# ---- design 1 ----
design_1/wires.png
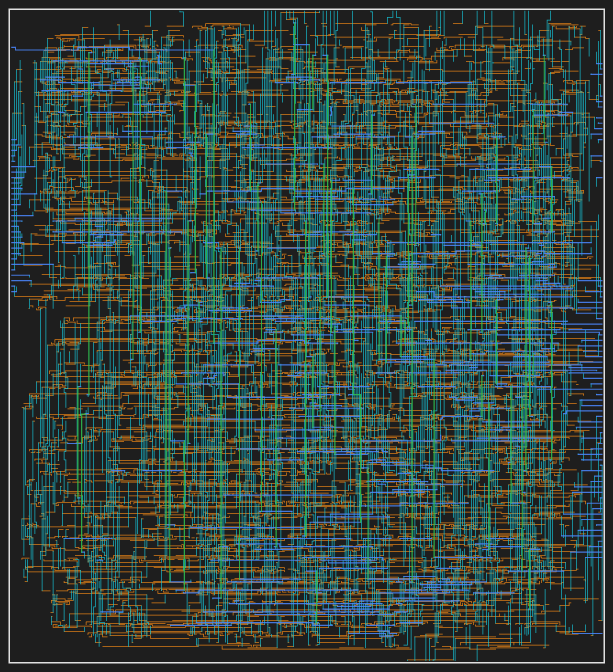
design_1/placement.png
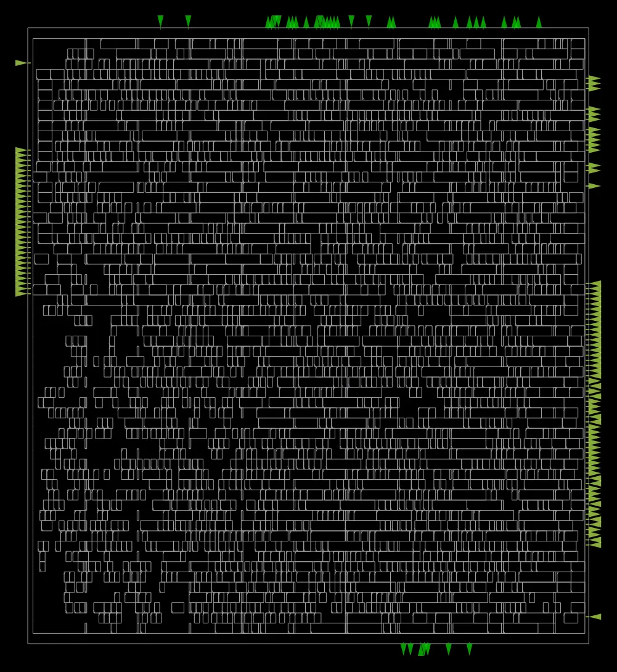
<file path="src/rtl/alu_div_seq.sv">
// Iterative radix-2 restoring divider for DIV/DIVU/REM/REMU.
// Works on operand magnitudes and produces one quotient bit per cycle. Signs are fixed up at the end.
module alu_div_seq #(
  parameter int LEN_DATA = 32
) (
  input  logic                clk,
  input  logic                rst_n,
  input  logic                in_valid,
  output logic                in_ready,
  input  logic [LEN_DATA-1:0] dividend,
  input  logic [LEN_DATA-1:0] divisor,
  input  logic                is_signed,
  output logic                res_valid,
  input  logic                res_ready,
  output logic [LEN_DATA-1:0] quotient,
  output logic [LEN_DATA-1:0] remainder,
  output logic                div_by_zero
);

  localparam int W  = LEN_DATA;
  localparam int CW = $clog2(LEN_DATA);

  typedef enum logic [1:0] {IDLE, RUN, FIXUP, DONE} state_t;

  state_t        state, state_nxt;
  logic [W-1:0]  rem_q, shf_q, dvs_q;
  logic [CW-1:0] cnt_q;
  logic          neg_quo_q, neg_rem_q;

  logic          dividend_neg, divisor_neg;
  logic [W-1:0]  dividend_mag, divisor_mag;
  logic [W:0]    trial;
  logic          trial_ok;
  logic [W-1:0]  rem_shift;

  assign in_ready  = (state == IDLE);
  assign res_valid = (state == DONE);

  assign dividend_neg = is_signed & dividend[W-1];
  assign divisor_neg  = is_signed & divisor[W-1];
  assign dividend_mag = dividend_neg ? -dividend : dividend;
  assign divisor_mag  = divisor_neg  ? -divisor  : divisor;

  // Partial remainder stays below the divisor, so a set bit W after the subtract means a borrow
  assign trial     = {rem_q, shf_q[W-1]} - {1'b0, dvs_q};
  assign trial_ok  = ~trial[W];
  assign rem_shift = {rem_q[W-2:0], shf_q[W-1]};

  always_ff @(posedge clk or negedge rst_n) begin
    if (!rst_n) state <= IDLE;
    else        state <= state_nxt;
  end

  always_comb begin
    state_nxt = state;
    case (state)
      IDLE:    if (in_valid) state_nxt = (divisor == '0) ? DONE : RUN;
      RUN:     if (cnt_q == '0) state_nxt = FIXUP;
      FIXUP:   state_nxt = DONE;
      DONE:    if (res_ready) state_nxt = IDLE;
      default: state_nxt = IDLE;
    endcase
  end

  always_ff @(posedge clk or negedge rst_n) begin
    if (!rst_n) begin
      rem_q       <= '0;
      shf_q       <= '0;
      dvs_q       <= '0;
      cnt_q       <= '0;
      neg_quo_q   <= 1'b0;
      neg_rem_q   <= 1'b0;
      quotient    <= '0;
      remainder   <= '0;
      div_by_zero <= 1'b0;
    end else begin
      case (state)
        IDLE: begin
          if (in_valid) begin
            neg_quo_q <= dividend_neg ^ divisor_neg;
            neg_rem_q <= dividend_neg;
            // Divide by zero bypasses the iteration and returns the raw dividend
            if (divisor == '0) begin
              quotient    <= '1;
              remainder   <= dividend;
              div_by_zero <= 1'b1;
            end else begin
              rem_q <= '0;
              shf_q <= dividend_mag;
              dvs_q <= divisor_mag;
              cnt_q <= CW'(LEN_DATA - 1);
            end
          end
        end
        RUN: begin
          rem_q <= trial_ok ? trial[W-1:0] : rem_shift;
          shf_q <= {shf_q[W-2:0], trial_ok};
          if (cnt_q != '0) cnt_q <= cnt_q - CW'(1);
        end
        FIXUP: begin
          quotient    <= neg_quo_q ? -shf_q : shf_q;
          remainder   <= neg_rem_q ? -rem_q : rem_q;
          div_by_zero <= 1'b0;
        end
        default: ;
      endcase
    end
  end

endmodule

</file>
<file path="config.mk">
export PLATFORM = sky130hd
export DESIGN_NAME = alu_div_seq
export DESIGN_NICKNAME = d
export VERILOG_FILES = /design/src/rtl/alu_div_seq.sv
export SDC_FILE = /design/constraint.sdc
export NUM_CORES = 1
export LEC_CHECK = 0
export ABC_AREA = 1
export CAP_MARGIN = 20
export CORE_ASPECT_RATIO = 1.1
export CORE_MARGIN = 1
export CORE_UTILIZATION = 59
export CTS_CLUSTER_DIAMETER = 30
export CTS_CLUSTER_SIZE = 10
export DETAILED_ROUTE_END_ITERATION = 16
export PLACE_DENSITY = 0.89
export RECOVER_POWER = 50
export SLEW_MARGIN = 10
export SYNTH_ARGS = -nofsm -noshare
export SYNTH_HDL_FRONTEND = slang
export SYNTH_SLANG_ARGS = --single-unit
</file>
<file path="constraint.sdc">
create_clock -name clk -period 2.95 [get_ports clk]
set_input_delay 0.59 -clock clk [delete_from_list [all_inputs] [get_ports clk]]
set_output_delay 0.59 -clock clk [all_outputs]
set_load 0.05 [all_outputs]
</file>
==> reports/metrics.cfg <==
[status]
status = finished with violations
violations = capacitance limit, slew limit

[worst_setup_path]
crit_buf_inv = 2
cp_slowest_stage_delay_ns = 0.87
crit_fanout = 7
cp.depth = 3
r2r_slack_ns = 0.18
startpoint_type = flop
r2r-end = rem_q[0]$_DFFE_PN0P_
r2r_cells = 17
worstSetupPathType = reg2out

[floorplan]
die_area_mm2 = 0.0243
fp_util = 0.605
num_io_pins = 136
tapCellCount = 300

[route]
drc = 0
met3_length_mm = 3.64
drt_iter0_drc = 1413
met2_length_mm = 21.6
vias = 15100
firstDrtPassIters = 6
via_per_inst = 5.69

[min_path]
min_path_type = reg2reg

[place]
portBuffers = 135
placedCellCount = 2625
detailed_place_hpwl_mm = 36.2

[synthesis]
syn_avg_cell_area_um2 = 6.27
ys_sh_mux = 0
edf_count = 0
synth_warnings = 0
synth_top_cell_by_count = nand2_1
ys.flop_type = dfrtp_1
ys_cells = 2229
yosysTopAreaCell = dfrtp_1
synthesis.area_mm2 = 0.0140
ys_top_cells_by_count = nand2_1, inv_1, nand3_1

[layout]
buffers = 164
clockNetworkAreaShare = 0.0379
comb_area_frac = 0.507
design_area_mm2 = 0.0162
logic_gates = 1684
lay_top_cells = nand2_1, inv_1, nand3_1, nor2_1, dfrtp_1
dominant_cells = multi-input combinational cells

[job]
maxCapViolCount = 1

[final_timing]
finalMaxSlewViolations = 43
period_used_share = 0.952
relSlewSlack = -0.616

[power_and_ir_drop]
p_int_mw = 7.33
switchingPower_mw = 8.76
clk-power_mw = 2.35
total_power_mw = 16.1
cellLeakagePower_nw = 8.44
power_density_mw_per_mm2 = 995
top_power_group = combinational logic
clockPowerShare = 0.146

[clock_tree]
post-cts-setup-buffer-count = 0
cts_hold_buffers = 0
cts_buffers = 17

[global_routing]
grt_overflow = 0
antenna_found_initial = 0
grt_max_degree = 69

Notes on design_1/wires.png above:
metal 1: drawn in orange, wire length 18100 um. metal 3: drawn in blue, wire length 3640 um. metal 4: drawn in green, wire length 2400 um. metal 2: drawn in cyan, wire length 21.6 mm.

Notes on design_1/placement.png above:
flop share of the area: 0.263
core area: 0.0231 mm2
Seq cells: 170
post-route insts no fill: 2657
FP Rows: 58


# ---- design 2 ----
design_2/wires.png
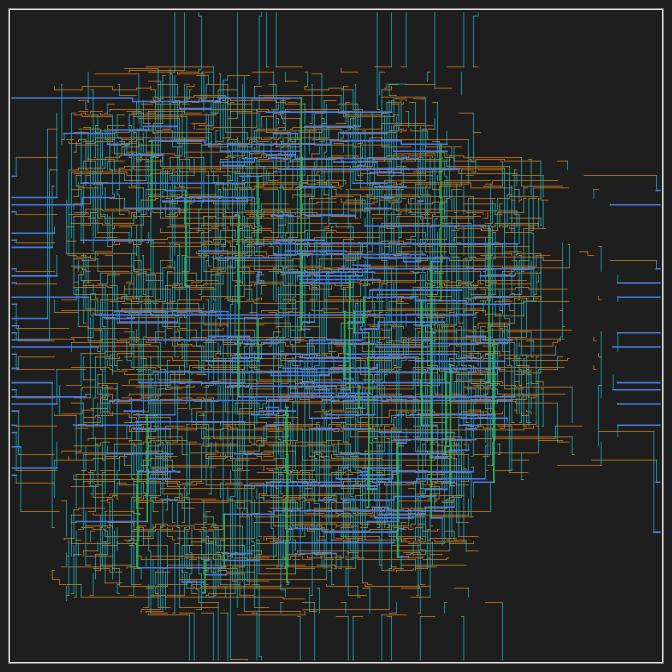
design_2/placement.png
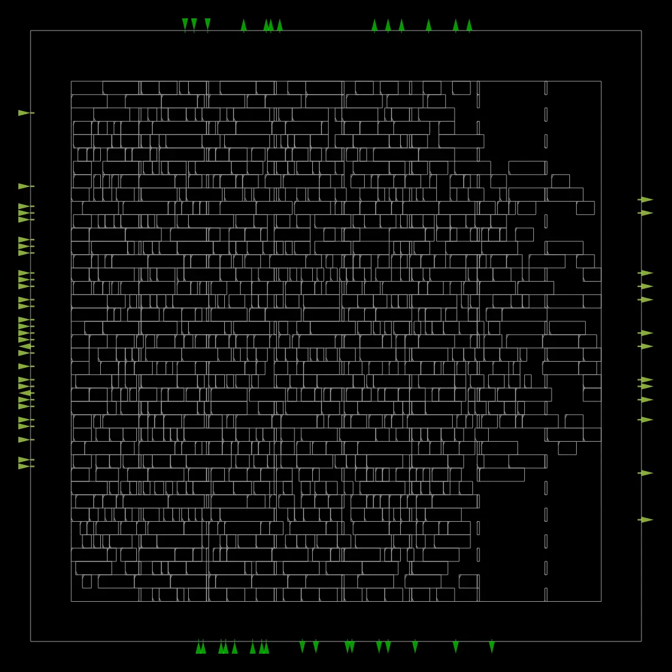
$ cat src/rtl/bus_timer_slave.sv
// bus_timer_slave: memory-mapped interval timer answering the req/as_/rw/rdy_
// bus handshake after WAIT_CYCLES wait states.
// Register map: 0 CTRL (start, periodic), 1 INTR (irq flag), 2 EXPR, 3 COUNTER.
// Build option: define TIMER_PRESCALE_EN to add an 8-bit prescaler in CTRL[15:8].
module bus_timer_slave #(
    parameter int WAIT_CYCLES = 0,
    parameter int CNT_W       = 32
) (
    input  logic        clk,
    input  logic        reset,
    input  logic        cs_,
    input  logic        as_,
    input  logic        rw,
    input  logic [1:0]  addr,
    input  logic [31:0] wr_data,
    output logic [31:0] rd_data,
    output logic        rdy_,
    output logic        irq
);

    typedef enum logic [1:0] {IDLE, WAIT, RESP} state_t;

    // Value of the wait counter on the last WAIT cycle.
    localparam logic [3:0] WAIT_LAST = (WAIT_CYCLES > 0) ? 4'(WAIT_CYCLES - 1) : 4'd0;

    state_t            state_reg;
    logic [3:0]        wait_cnt_reg;
    logic [1:0]        lat_addr_reg;
    logic              lat_rw_reg;
    logic [31:0]       lat_data_reg;
    logic [31:0]       rd_data_reg;
    logic              rdy_reg;

    logic              start_reg, start_next;
    logic              periodic_reg, periodic_next;
    logic              flag_reg, flag_next;
    logic [CNT_W-1:0]  expr_reg, expr_next;
    logic [CNT_W-1:0]  cnt_reg, cnt_next;

`ifdef TIMER_PRESCALE_EN
    logic [7:0]        ps_reg, ps_next;
    logic [7:0]        ps_cnt_reg, ps_cnt_next;
`endif

    logic              accept;
    logic              enter_resp;
    logic [1:0]        txn_addr;
    logic              txn_rw;
    logic [31:0]       txn_data;
    logic              wr_ctrl, wr_intr, wr_expr, wr_cnt;
    logic              step, match, timer_set;
    logic [31:0]       rd_word;
    logic              unused_bits;

    assign accept = (state_reg == IDLE) && !cs_ && !as_;

    // With no wait states the accepting edge is also the commit edge, so the
    // live bus fields are used directly; otherwise the latched copies are.
    assign txn_addr = (state_reg == IDLE) ? addr    : lat_addr_reg;
    assign txn_rw   = (state_reg == IDLE) ? rw      : lat_rw_reg;
    assign txn_data = (state_reg == IDLE) ? wr_data : lat_data_reg;
    assign unused_bits = ^txn_data;

    // Decide whether this edge moves the bus FSM into RESP.
    always_comb begin
        enter_resp = 1'b0;
        if (state_reg == IDLE) begin
            enter_resp = accept && (WAIT_CYCLES == 0);
        end else if (state_reg == WAIT) begin
            enter_resp = (wait_cnt_reg == WAIT_LAST);
        end
    end

    assign wr_ctrl = enter_resp && !txn_rw && (txn_addr == 2'd0);
    assign wr_intr = enter_resp && !txn_rw && (txn_addr == 2'd1);
    assign wr_expr = enter_resp && !txn_rw && (txn_addr == 2'd2);
    assign wr_cnt  = enter_resp && !txn_rw && (txn_addr == 2'd3);

`ifdef TIMER_PRESCALE_EN
    assign step = start_reg && (ps_cnt_reg == ps_reg);
`else
    assign step = start_reg;
`endif
    assign match     = (cnt_reg == expr_reg);
    assign timer_set = step && match;

    // Timer step first, then bus writes override CTRL/COUNTER; a timer set of
    // the flag wins over a bus clear so no interrupt is lost.
    always_comb begin
        start_next    = start_reg;
        periodic_next = periodic_reg;
        flag_next     = flag_reg;
        expr_next     = expr_reg;
        cnt_next      = cnt_reg;
        if (step) begin
            if (match) begin
                cnt_next  = '0;
                flag_next = 1'b1;
                if (!periodic_reg) begin
                    start_next = 1'b0;
                end
            end else begin
                cnt_next = cnt_reg + CNT_W'(1);
            end
        end
        if (wr_ctrl) begin
            start_next    = txn_data[0];
            periodic_next = txn_data[1];
        end
        if (wr_intr && !txn_data[0]) begin
            flag_next = timer_set;
        end
        if (wr_expr) begin
            expr_next = txn_data[CNT_W-1:0];
        end
        if (wr_cnt) begin
            cnt_next = txn_data[CNT_W-1:0];
        end
    end

`ifdef TIMER_PRESCALE_EN
    // Prescale counter: restarts when stopped or when CTRL is written.
    always_comb begin
        ps_next     = ps_reg;
        ps_cnt_next = ps_cnt_reg;
        if (!start_reg || (ps_cnt_reg == ps_reg)) begin
            ps_cnt_next = 8'd0;
        end else begin
            ps_cnt_next = ps_cnt_reg + 8'd1;
        end
        if (wr_ctrl) begin
            ps_next     = txn_data[15:8];
            ps_cnt_next = 8'd0;
        end
    end
`endif

    // Read mux over the post-edge register values so a response shows any
    // same-cycle write or timer update.
    always_comb begin
        rd_word = '0;
        case (txn_addr)
            2'd0: begin
                rd_word[0] = start_next;
                rd_word[1] = periodic_next;
`ifdef TIMER_PRESCALE_EN
                rd_word[15:8] = ps_next;
`endif
            end
            2'd1: rd_word[0] = flag_next;
            2'd2: rd_word[CNT_W-1:0] = expr_next;
            default: rd_word[CNT_W-1:0] = cnt_next;
        endcase
    end

    // Bus FSM with registered rdy_/rd_data outputs.
    always_ff @(posedge clk) begin
        if (reset) begin
            state_reg    <= IDLE;
            wait_cnt_reg <= 4'd0;
            lat_addr_reg <= 2'd0;
            lat_rw_reg   <= 1'b0;
            lat_data_reg <= 32'd0;
            rdy_reg      <= 1'b1;
            rd_data_reg  <= 32'd0;
        end else begin
            rdy_reg     <= 1'b1;
            rd_data_reg <= 32'd0;
            unique case (state_reg)
                IDLE: begin
                    if (accept) begin
                        lat_addr_reg <= addr;
                        lat_rw_reg   <= rw;
                        lat_data_reg <= wr_data;
                        wait_cnt_reg <= 4'd0;
                        state_reg    <= enter_resp ? RESP : WAIT;
                    end
                end
                WAIT: begin
                    if (enter_resp) begin
                        state_reg <= RESP;
                    end else begin
                        wait_cnt_reg <= wait_cnt_reg + 4'd1;
                    end
                end
                RESP: state_reg <= IDLE;
                default: state_reg <= IDLE;
            endcase
            if (enter_resp) begin
                rdy_reg     <= 1'b0;
                rd_data_reg <= rd_word;
            end
        end
    end

    // Timer and register file state.
    always_ff @(posedge clk) begin
        if (reset) begin
            start_reg    <= 1'b0;
            periodic_reg <= 1'b0;
            flag_reg     <= 1'b0;
            expr_reg     <= '0;
            cnt_reg      <= '0;
`ifdef TIMER_PRESCALE_EN
            ps_reg       <= 8'd0;
            ps_cnt_reg   <= 8'd0;
`endif
        end else begin
            start_reg    <= start_next;
            periodic_reg <= periodic_next;
            flag_reg     <= flag_next;
            expr_reg     <= expr_next;
            cnt_reg      <= cnt_next;
`ifdef TIMER_PRESCALE_EN
            ps_reg       <= ps_next;
            ps_cnt_reg   <= ps_cnt_next;
`endif
        end
    end

    assign rd_data = rd_data_reg;
    assign rdy_    = rdy_reg;
    assign irq     = flag_reg;

endmodule

$ cat config.mk
export PLATFORM = sky130hd
export DESIGN_NAME = bus_timer_slave
export DESIGN_NICKNAME = d
export VERILOG_FILES = /design/src/rtl/bus_timer_slave.sv
export SDC_FILE = /design/constraint.sdc
export NUM_CORES = 1
export LEC_CHECK = 0
export CORE_MARGIN = 8
export CORE_UTILIZATION = 57
export CTS_CLUSTER_DIAMETER = 60
export DETAILED_ROUTE_END_ITERATION = 8
export PLACE_DENSITY = 0.9
export SYNTH_ARGS = -nofsm -noshare
export SYNTH_HDL_FRONTEND = slang
export SYNTH_SLANG_ARGS = --single-unit
export TNS_END_PERCENT = 30
$ cat constraint.sdc
create_clock -name clk -period 2.8 [get_ports clk]
set_input_delay 0.42 -clock clk [delete_from_list [all_inputs] [get_ports clk]]
set_output_delay 0.42 -clock clk [all_outputs]
set_load 0.01 [all_outputs]
==> reports/metrics.cfg <==
[route]
met3_length_mm = 2.23
met1_length_mm = 8.13
drt_iter0_drc = 736
firstDrtPassIters = 7
ant_nets = 0
met2_length_mm = 9.17
via_per_inst = 6.33

[worst_setup_path]
critPathArrivalTime_ns = 2.87
startpoint_type = flop
cp_slowest_stage_delay_ns = 0.49
r2r_slack_ns = 0.23
crit_buf_inv = 3
crit_required_ns = 3.10
worstSetupPathType = reg2reg
r2r_cells = 9
r2r-end = rd_data[2]$_SDFF_PP0_

[place]
placedCellCount = 996
dpl_cell_area_mm2 = 0.00777

[global_routing]
grt_use_met2 = 0.398
top_usage_layer = met2
grt_util_met3 = 0.0753
grt_max_degree = 108

[final_timing]
setup_slack_ns = 0.229
skew_ns = 0.00842
period_used_share = 0.918
timing.final.crit_period_ns = 2.57
finalMaxSlewViolations = 0
fmax_mhz = 389

[min_path]
min_path_type = reg2reg
hold_end = lat_data_reg[8]$_SDFFE_PP0P_

[synthesis]
fp_nets = 839
synth_warnings = 0
synth-compound-area-share = 0.188
synth_cell_type_count = 52
yosysTopAreaCell = dfxtp_1
synth-seq-cells = 141
yosys.area_share.adder = 0.00559
netlist_instances = 797
simple_gate_area_frac = 0.211
yosys_area_mm2 = 0.00672

[layout]
regArea_mm2 = 0.00282
dominant_cells = multi-input combinational cells
clockNetworkAreaShare = 0.0717
final_cells = 1028
buffers = 111
comb_area_frac = 0.437
logic_area_mm2 = 0.00366
lay_top_cells = dfxtp_1, nand2_1, nor2_1, clkdlybuf4s50_1, a21oi_1
antenna_cells = 0
drive_gt1_frac = 0.0949

[clock_tree]
clockBufferDepth = 2
root_buffer = clkbuf_16
insertion_delay_ns = 0.43
clk_pin_slew_ns = 0.06
cts_buffers = 17
cts_sinks = 141

[floorplan]
die-height_um = 125
core-area_mm2 = 0.0115
die_area_mm2 = 0.0155

[power_and_ir_drop]
cellLeakagePower_nw = 3.08
clockPowerShare = 0.471
total_power_mw = 4.87

[job]
maxCapViolCount = 0

[status]
status = complete, no violations

Notes on design_2/wires.png above:
metal 2: drawn in cyan, wire length 9170 um. metal 1: drawn in orange, wire length 8130 um. metal 3: drawn in blue, wire length 2230 um. metal 4: drawn in green, wire length 521 um.
routed len/inst: 19.5 um
Routed WL: 20.0 mm
vias: 6510

Notes on design_2/placement.png above:
FP Rows: 39
FILL cells: 800
Tapcell Cnt: 143
Layout Utilization: 0.730
Seq cells: 141


# ---- design 3 ----
design_3/placement_by_type.png
Fill, decap, tap and diode cells in gray.
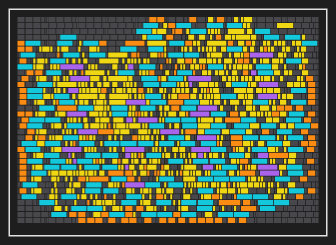
design_3/placement.png
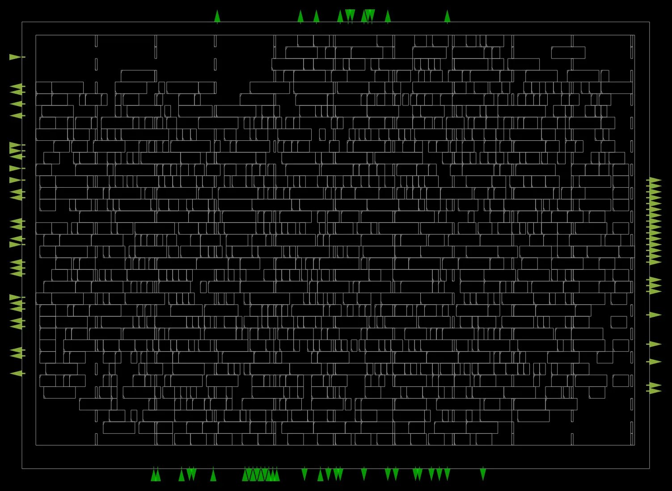
$ cat src/rtl/v16_filter_ctrl_if.sv
// Host-side configuration bus and filter-side control bundle for the v16 filter controller.
interface v16_filter_ctrl_if #(
  parameter int PAR_W = 16
);
  logic             cfg_wr;
  logic [1:0]       cfg_addr;
  logic [PAR_W-1:0] cfg_wdata;
  logic             cfg_apply;
  logic             cfg_busy;
  logic             cfg_err;
  logic [PAR_W-1:0] k_out;
  logic [PAR_W-1:0] l_out;
  logic [PAR_W-1:0] m1_out;
  logic [PAR_W-1:0] m2_out;
  logic             filt_reset;
  logic             data_valid;

  modport master (
    output cfg_wr, cfg_addr, cfg_wdata, cfg_apply,
    input  cfg_busy, cfg_err, k_out, l_out, m1_out, m2_out, filt_reset, data_valid
  );

  modport slave (
    input  cfg_wr, cfg_addr, cfg_wdata, cfg_apply,
    output cfg_busy, cfg_err, k_out, l_out, m1_out, m2_out, filt_reset, data_valid
  );
endinterface

$ cat src/rtl/v16_filter_ctrl.sv
// Shadow/active coefficient controller for the v16 trapezoidal filter: validates and
// swaps the coefficient set, flushes the filter, then masks output until it has refilled.
module v16_filter_ctrl #(
  parameter int PAR_W     = 16,
  parameter int K_DEF     = 16,
  parameter int L_DEF     = 24,
  parameter int M1_DEF    = 1,
  parameter int M2_DEF    = 8,
  parameter int MAX_WIN   = 63,
  parameter int FLUSH_CYC = 4,
  parameter int PIPE_LAT  = 6
) (
  input  logic              clk,
  input  logic              reset,
  v16_filter_ctrl_if.slave  bus
);

  localparam int FW = $clog2(FLUSH_CYC + 1);

  typedef enum logic [1:0] {
    ST_FLUSH  = 2'd0,
    ST_SETTLE = 2'd1,
    ST_RUN    = 2'd2
  } state_t;

  state_t           state_r, state_s;
  logic [FW-1:0]    flush_cnt_r, flush_cnt_s;
  logic [PAR_W-1:0] settle_cnt_r, settle_cnt_s;
  logic             load_s, err_s;
  logic             frst_s, dv_s, busy_s;
  logic             frst_r, dv_r, busy_r, err_r;
  logic [PAR_W-1:0] k_sh_r, l_sh_r, m1_sh_r, m2_sh_r;
  logic [PAR_W-1:0] k_act_r, l_act_r, m1_act_r, m2_act_r;

  function automatic logic cfg_legal(input logic [PAR_W-1:0] k, input logic [PAR_W-1:0] l);
    return (k >= PAR_W'(1)) && (k < l) && (l <= PAR_W'(MAX_WIN));
  endfunction

  // Next-state and counter logic; only an apply in RUN can start a new sequence.
  always_comb begin
    state_s      = state_r;
    flush_cnt_s  = flush_cnt_r;
    settle_cnt_s = settle_cnt_r;
    load_s       = 1'b0;
    err_s        = 1'b0;
    case (state_r)
      ST_FLUSH: begin
        if (flush_cnt_r <= FW'(1)) begin
          state_s      = ST_SETTLE;
          settle_cnt_s = l_act_r + PAR_W'(PIPE_LAT);
        end else begin
          flush_cnt_s = flush_cnt_r - FW'(1);
        end
      end
      ST_SETTLE: begin
        if (settle_cnt_r == PAR_W'(0)) begin
          state_s = ST_RUN;
        end else begin
          settle_cnt_s = settle_cnt_r - PAR_W'(1);
        end
      end
      ST_RUN: begin
        if (bus.cfg_apply) begin
          if (cfg_legal(k_sh_r, l_sh_r)) begin
            load_s      = 1'b1;
            state_s     = ST_FLUSH;
            flush_cnt_s = FW'(FLUSH_CYC);
          end else begin
            err_s = 1'b1;
          end
        end else begin
          state_s = ST_RUN;
        end
      end
      default: begin
        state_s     = ST_FLUSH;
        flush_cnt_s = FW'(FLUSH_CYC);
      end
    endcase
  end

  // Output decode from the next state so the registered outputs track the state register.
  always_comb begin
    frst_s = 1'b1;
    dv_s   = 1'b0;
    busy_s = 1'b1;
    case (state_s)
      ST_FLUSH: begin
        frst_s = 1'b0;
      end
      ST_SETTLE: begin
        frst_s = 1'b1;
      end
      ST_RUN: begin
        dv_s   = 1'b1;
        busy_s = 1'b0;
      end
      default: begin
        frst_s = 1'b0;
      end
    endcase
  end

  // State, counters and registered outputs.
  always_ff @(posedge clk) begin
    if (!reset) begin
      state_r      <= ST_FLUSH;
      flush_cnt_r  <= FW'(FLUSH_CYC);
      settle_cnt_r <= PAR_W'(0);
      frst_r       <= 1'b0;
      dv_r         <= 1'b0;
      busy_r       <= 1'b1;
      err_r        <= 1'b0;
    end else begin
      state_r      <= state_s;
      flush_cnt_r  <= flush_cnt_s;
      settle_cnt_r <= settle_cnt_s;
      frst_r       <= frst_s;
      dv_r         <= dv_s;
      busy_r       <= busy_s;
      err_r        <= err_s;
    end
  end

  // Shadow set: host writes land here in any state.
  always_ff @(posedge clk) begin
    if (!reset) begin
      k_sh_r  <= PAR_W'(K_DEF);
      l_sh_r  <= PAR_W'(L_DEF);
      m1_sh_r <= PAR_W'(M1_DEF);
      m2_sh_r <= PAR_W'(M2_DEF);
    end else if (bus.cfg_wr) begin
      case (bus.cfg_addr)
        2'd0:    k_sh_r  <= bus.cfg_wdata;
        2'd1:    l_sh_r  <= bus.cfg_wdata;
        2'd2:    m1_sh_r <= bus.cfg_wdata;
        2'd3:    m2_sh_r <= bus.cfg_wdata;
        default: k_sh_r  <= k_sh_r;
      endcase
    end
  end

  // Active set: copied from shadow (pre-write values) only on an accepted apply.
  always_ff @(posedge clk) begin
    if (!reset) begin
      k_act_r  <= PAR_W'(K_DEF);
      l_act_r  <= PAR_W'(L_DEF);
      m1_act_r <= PAR_W'(M1_DEF);
      m2_act_r <= PAR_W'(M2_DEF);
    end else if (load_s) begin
      k_act_r  <= k_sh_r;
      l_act_r  <= l_sh_r;
      m1_act_r <= m1_sh_r;
      m2_act_r <= m2_sh_r;
    end
  end

  assign bus.k_out      = k_act_r;
  assign bus.l_out      = l_act_r;
  assign bus.m1_out     = m1_act_r;
  assign bus.m2_out     = m2_act_r;
  assign bus.filt_reset = frst_r;
  assign bus.data_valid = dv_r;
  assign bus.cfg_busy   = busy_r;
  assign bus.cfg_err    = err_r;

endmodule

$ cat src/flat_wrapper.sv
// flat-port wrapper written by rule: the top's interface ports become plain ports
module v16_filter_ctrl_flat 
#(
  parameter int PAR_W     = 16,
  parameter int K_DEF     = 16,
  parameter int L_DEF     = 24,
  parameter int M1_DEF    = 1,
  parameter int M2_DEF    = 8,
  parameter int MAX_WIN   = 63,
  parameter int FLUSH_CYC = 4,
  parameter int PIPE_LAT  = 6
)
  (clk, reset, bus_cfg_wr, bus_cfg_addr, bus_cfg_wdata, bus_cfg_apply, bus_cfg_busy, bus_cfg_err, bus_k_out, bus_l_out, bus_m1_out, bus_m2_out, bus_filt_reset, bus_data_valid);
  v16_filter_ctrl_if #(.PAR_W(PAR_W)) bus_i ();
  input  logic clk;
  input  logic reset;
  input wire logic [$bits(bus_i.cfg_wr)-1:0] bus_cfg_wr;
  input wire logic [$bits(bus_i.cfg_addr)-1:0] bus_cfg_addr;
  input wire logic [$bits(bus_i.cfg_wdata)-1:0] bus_cfg_wdata;
  input wire logic [$bits(bus_i.cfg_apply)-1:0] bus_cfg_apply;
  output wire logic [$bits(bus_i.cfg_busy)-1:0] bus_cfg_busy;
  output wire logic [$bits(bus_i.cfg_err)-1:0] bus_cfg_err;
  output wire logic [$bits(bus_i.k_out)-1:0] bus_k_out;
  output wire logic [$bits(bus_i.l_out)-1:0] bus_l_out;
  output wire logic [$bits(bus_i.m1_out)-1:0] bus_m1_out;
  output wire logic [$bits(bus_i.m2_out)-1:0] bus_m2_out;
  output wire logic [$bits(bus_i.filt_reset)-1:0] bus_filt_reset;
  output wire logic [$bits(bus_i.data_valid)-1:0] bus_data_valid;
  assign bus_i.cfg_wr = bus_cfg_wr;
  assign bus_i.cfg_addr = bus_cfg_addr;
  assign bus_i.cfg_wdata = bus_cfg_wdata;
  assign bus_i.cfg_apply = bus_cfg_apply;
  assign bus_cfg_busy = bus_i.cfg_busy;
  assign bus_cfg_err = bus_i.cfg_err;
  assign bus_k_out = bus_i.k_out;
  assign bus_l_out = bus_i.l_out;
  assign bus_m1_out = bus_i.m1_out;
  assign bus_m2_out = bus_i.m2_out;
  assign bus_filt_reset = bus_i.filt_reset;
  assign bus_data_valid = bus_i.data_valid;
  v16_filter_ctrl #(.PAR_W(PAR_W), .K_DEF(K_DEF), .L_DEF(L_DEF), .M1_DEF(M1_DEF), .M2_DEF(M2_DEF), .MAX_WIN(MAX_WIN), .FLUSH_CYC(FLUSH_CYC), .PIPE_LAT(PIPE_LAT)) u_core (.clk(clk), .reset(reset), .bus(bus_i));
endmodule
$ cat config.mk
export PLATFORM = sky130hd
export DESIGN_NAME = v16_filter_ctrl_flat
export DESIGN_NICKNAME = d
export VERILOG_FILES = /design/src/rtl/v16_filter_ctrl_if.sv /design/src/rtl/v16_filter_ctrl.sv /design/src/flat_wrapper.sv
export SDC_FILE = /design/constraint.sdc
export NUM_CORES = 1
export LEC_CHECK = 0
export ABC_CLOCK_PERIOD_IN_PS = 2000
export CAP_MARGIN = 20
export CORE_ASPECT_RATIO = 0.7
export CORE_MARGIN = 3
export CORE_UTILIZATION = 50
export DETAILED_ROUTE_END_ITERATION = 10
export GPL_TIMING_DRIVEN = 0
export PLACE_DENSITY_LB_ADDON = 0.25
export SLEW_MARGIN = 20
export SYNTH_ARGS = -nofsm -noshare
export SYNTH_HDL_FRONTEND = slang
export SYNTH_SLANG_ARGS = --single-unit
$ cat constraint.sdc
create_clock -name clk -period 2 [get_ports clk]
set_input_delay 0.2 -clock clk [delete_from_list [all_inputs] [get_ports clk]]
set_output_delay 0.2 -clock clk [all_outputs]
set_load 0.01 [all_outputs]
==> reports/metrics.cfg <==
[route]
wl_mm = 20.0

[clock_tree]
root_buffer = clkbuf_16

[final_timing]
final_hold_viol_count = 0
fmax_mhz = 454
setup-violations-final = 71
setup_slack_ns = -0.205

[worst_setup_path]
worstSetupPathType = reg2reg
startpoint_type = flop
r2r-end = u_core.bus.k_out[13]$_SDFFE_PN0P_
crit_chain = inv_2 > ha_4 > nand2_1 > nor3_2 > or4b_4 > nand4_4 > nor2_4 > buf_8 > clkbuf_16 > mux2i_1

[power_and_ir_drop]
total_power_mw = 9.44
ir_worst_vdd_mv = 0.708

[layout]
buffer_area_frac = 0.159
clock_buffers = 21

[floorplan]
fp_util = 0.516

[synthesis]
ys_top_cells_by_count = nand2_1, dfxtp_1, a21oi_1
synth_seq_share = 0.449
syn_avg_cell_area_um2 = 8.32
synth-xor-area-share = 0.0167
fp_nets = 863
edf_count = 0
netlist_instances = 820
top_area_frac = 0.449

[global_routing]
grt_use_met2 = 0.379
grt_first_pass_wirelength_mm = 31.0
grt_max_degree = 17

[status]
status = finished with violations
violations = setup timing

About design_3/placement_by_type.png:
flops: drawn in cyan, cells 153. other buffers and delay cells: drawn in orange, cells 159. clock drivers and dummy loads: drawn in purple, cells 32. combinational and other logic: drawn in yellow, cells 618.
Final Instance Area: 0.00920 mm2
FP Rows: 35
flop share of the area: 0.335
Layout Utilization: 0.696
core area: 0.0132 mm2

About design_3/placement.png:
Seq cells: 153
Tapcell Cnt: 185



## Gallery

Wires at chosen ports, followed through buffers.
image #1
The bar under the picture is 50 um long.
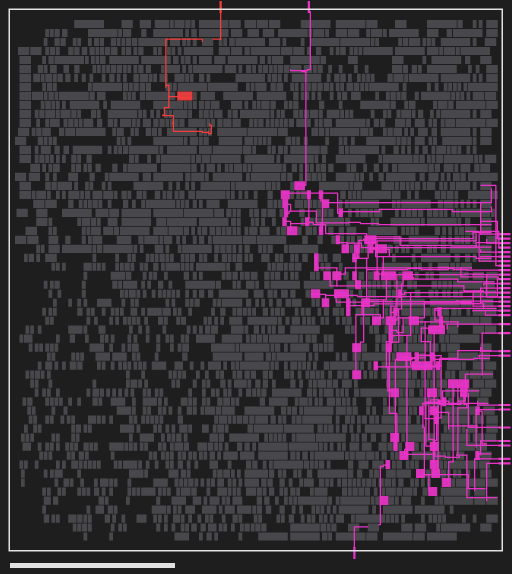
image #2
The bar under the picture is 20 um long.
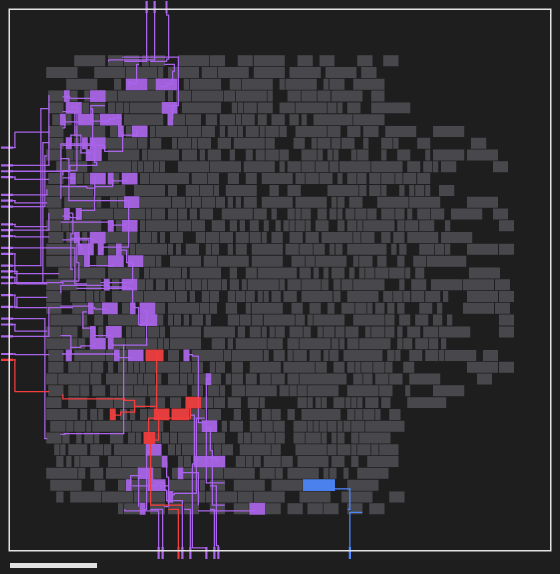
image #3
The bar under the picture is 50 um long.
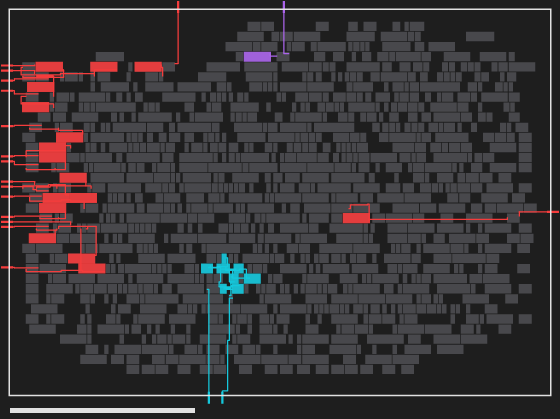
design 3 -> image #3
design 2 -> image #2
design 1 -> image #1
- largest die: image #1
- most cells: image #1

Key to image #3:
bus_cfg_addr: drawn in cyan, bits 2, direction input, edge bottom, end cells 9, buffers 2, wire 114 um. bus_k_out: drawn in red, bits 16, direction output, edge 14 left, 1 top, 1 right, end cells 16, buffers 16, wire 442 um. bus_cfg_busy: drawn in purple, bits 1, direction output, edge top, end cells 1, buffers 1, wire 15.4 um.

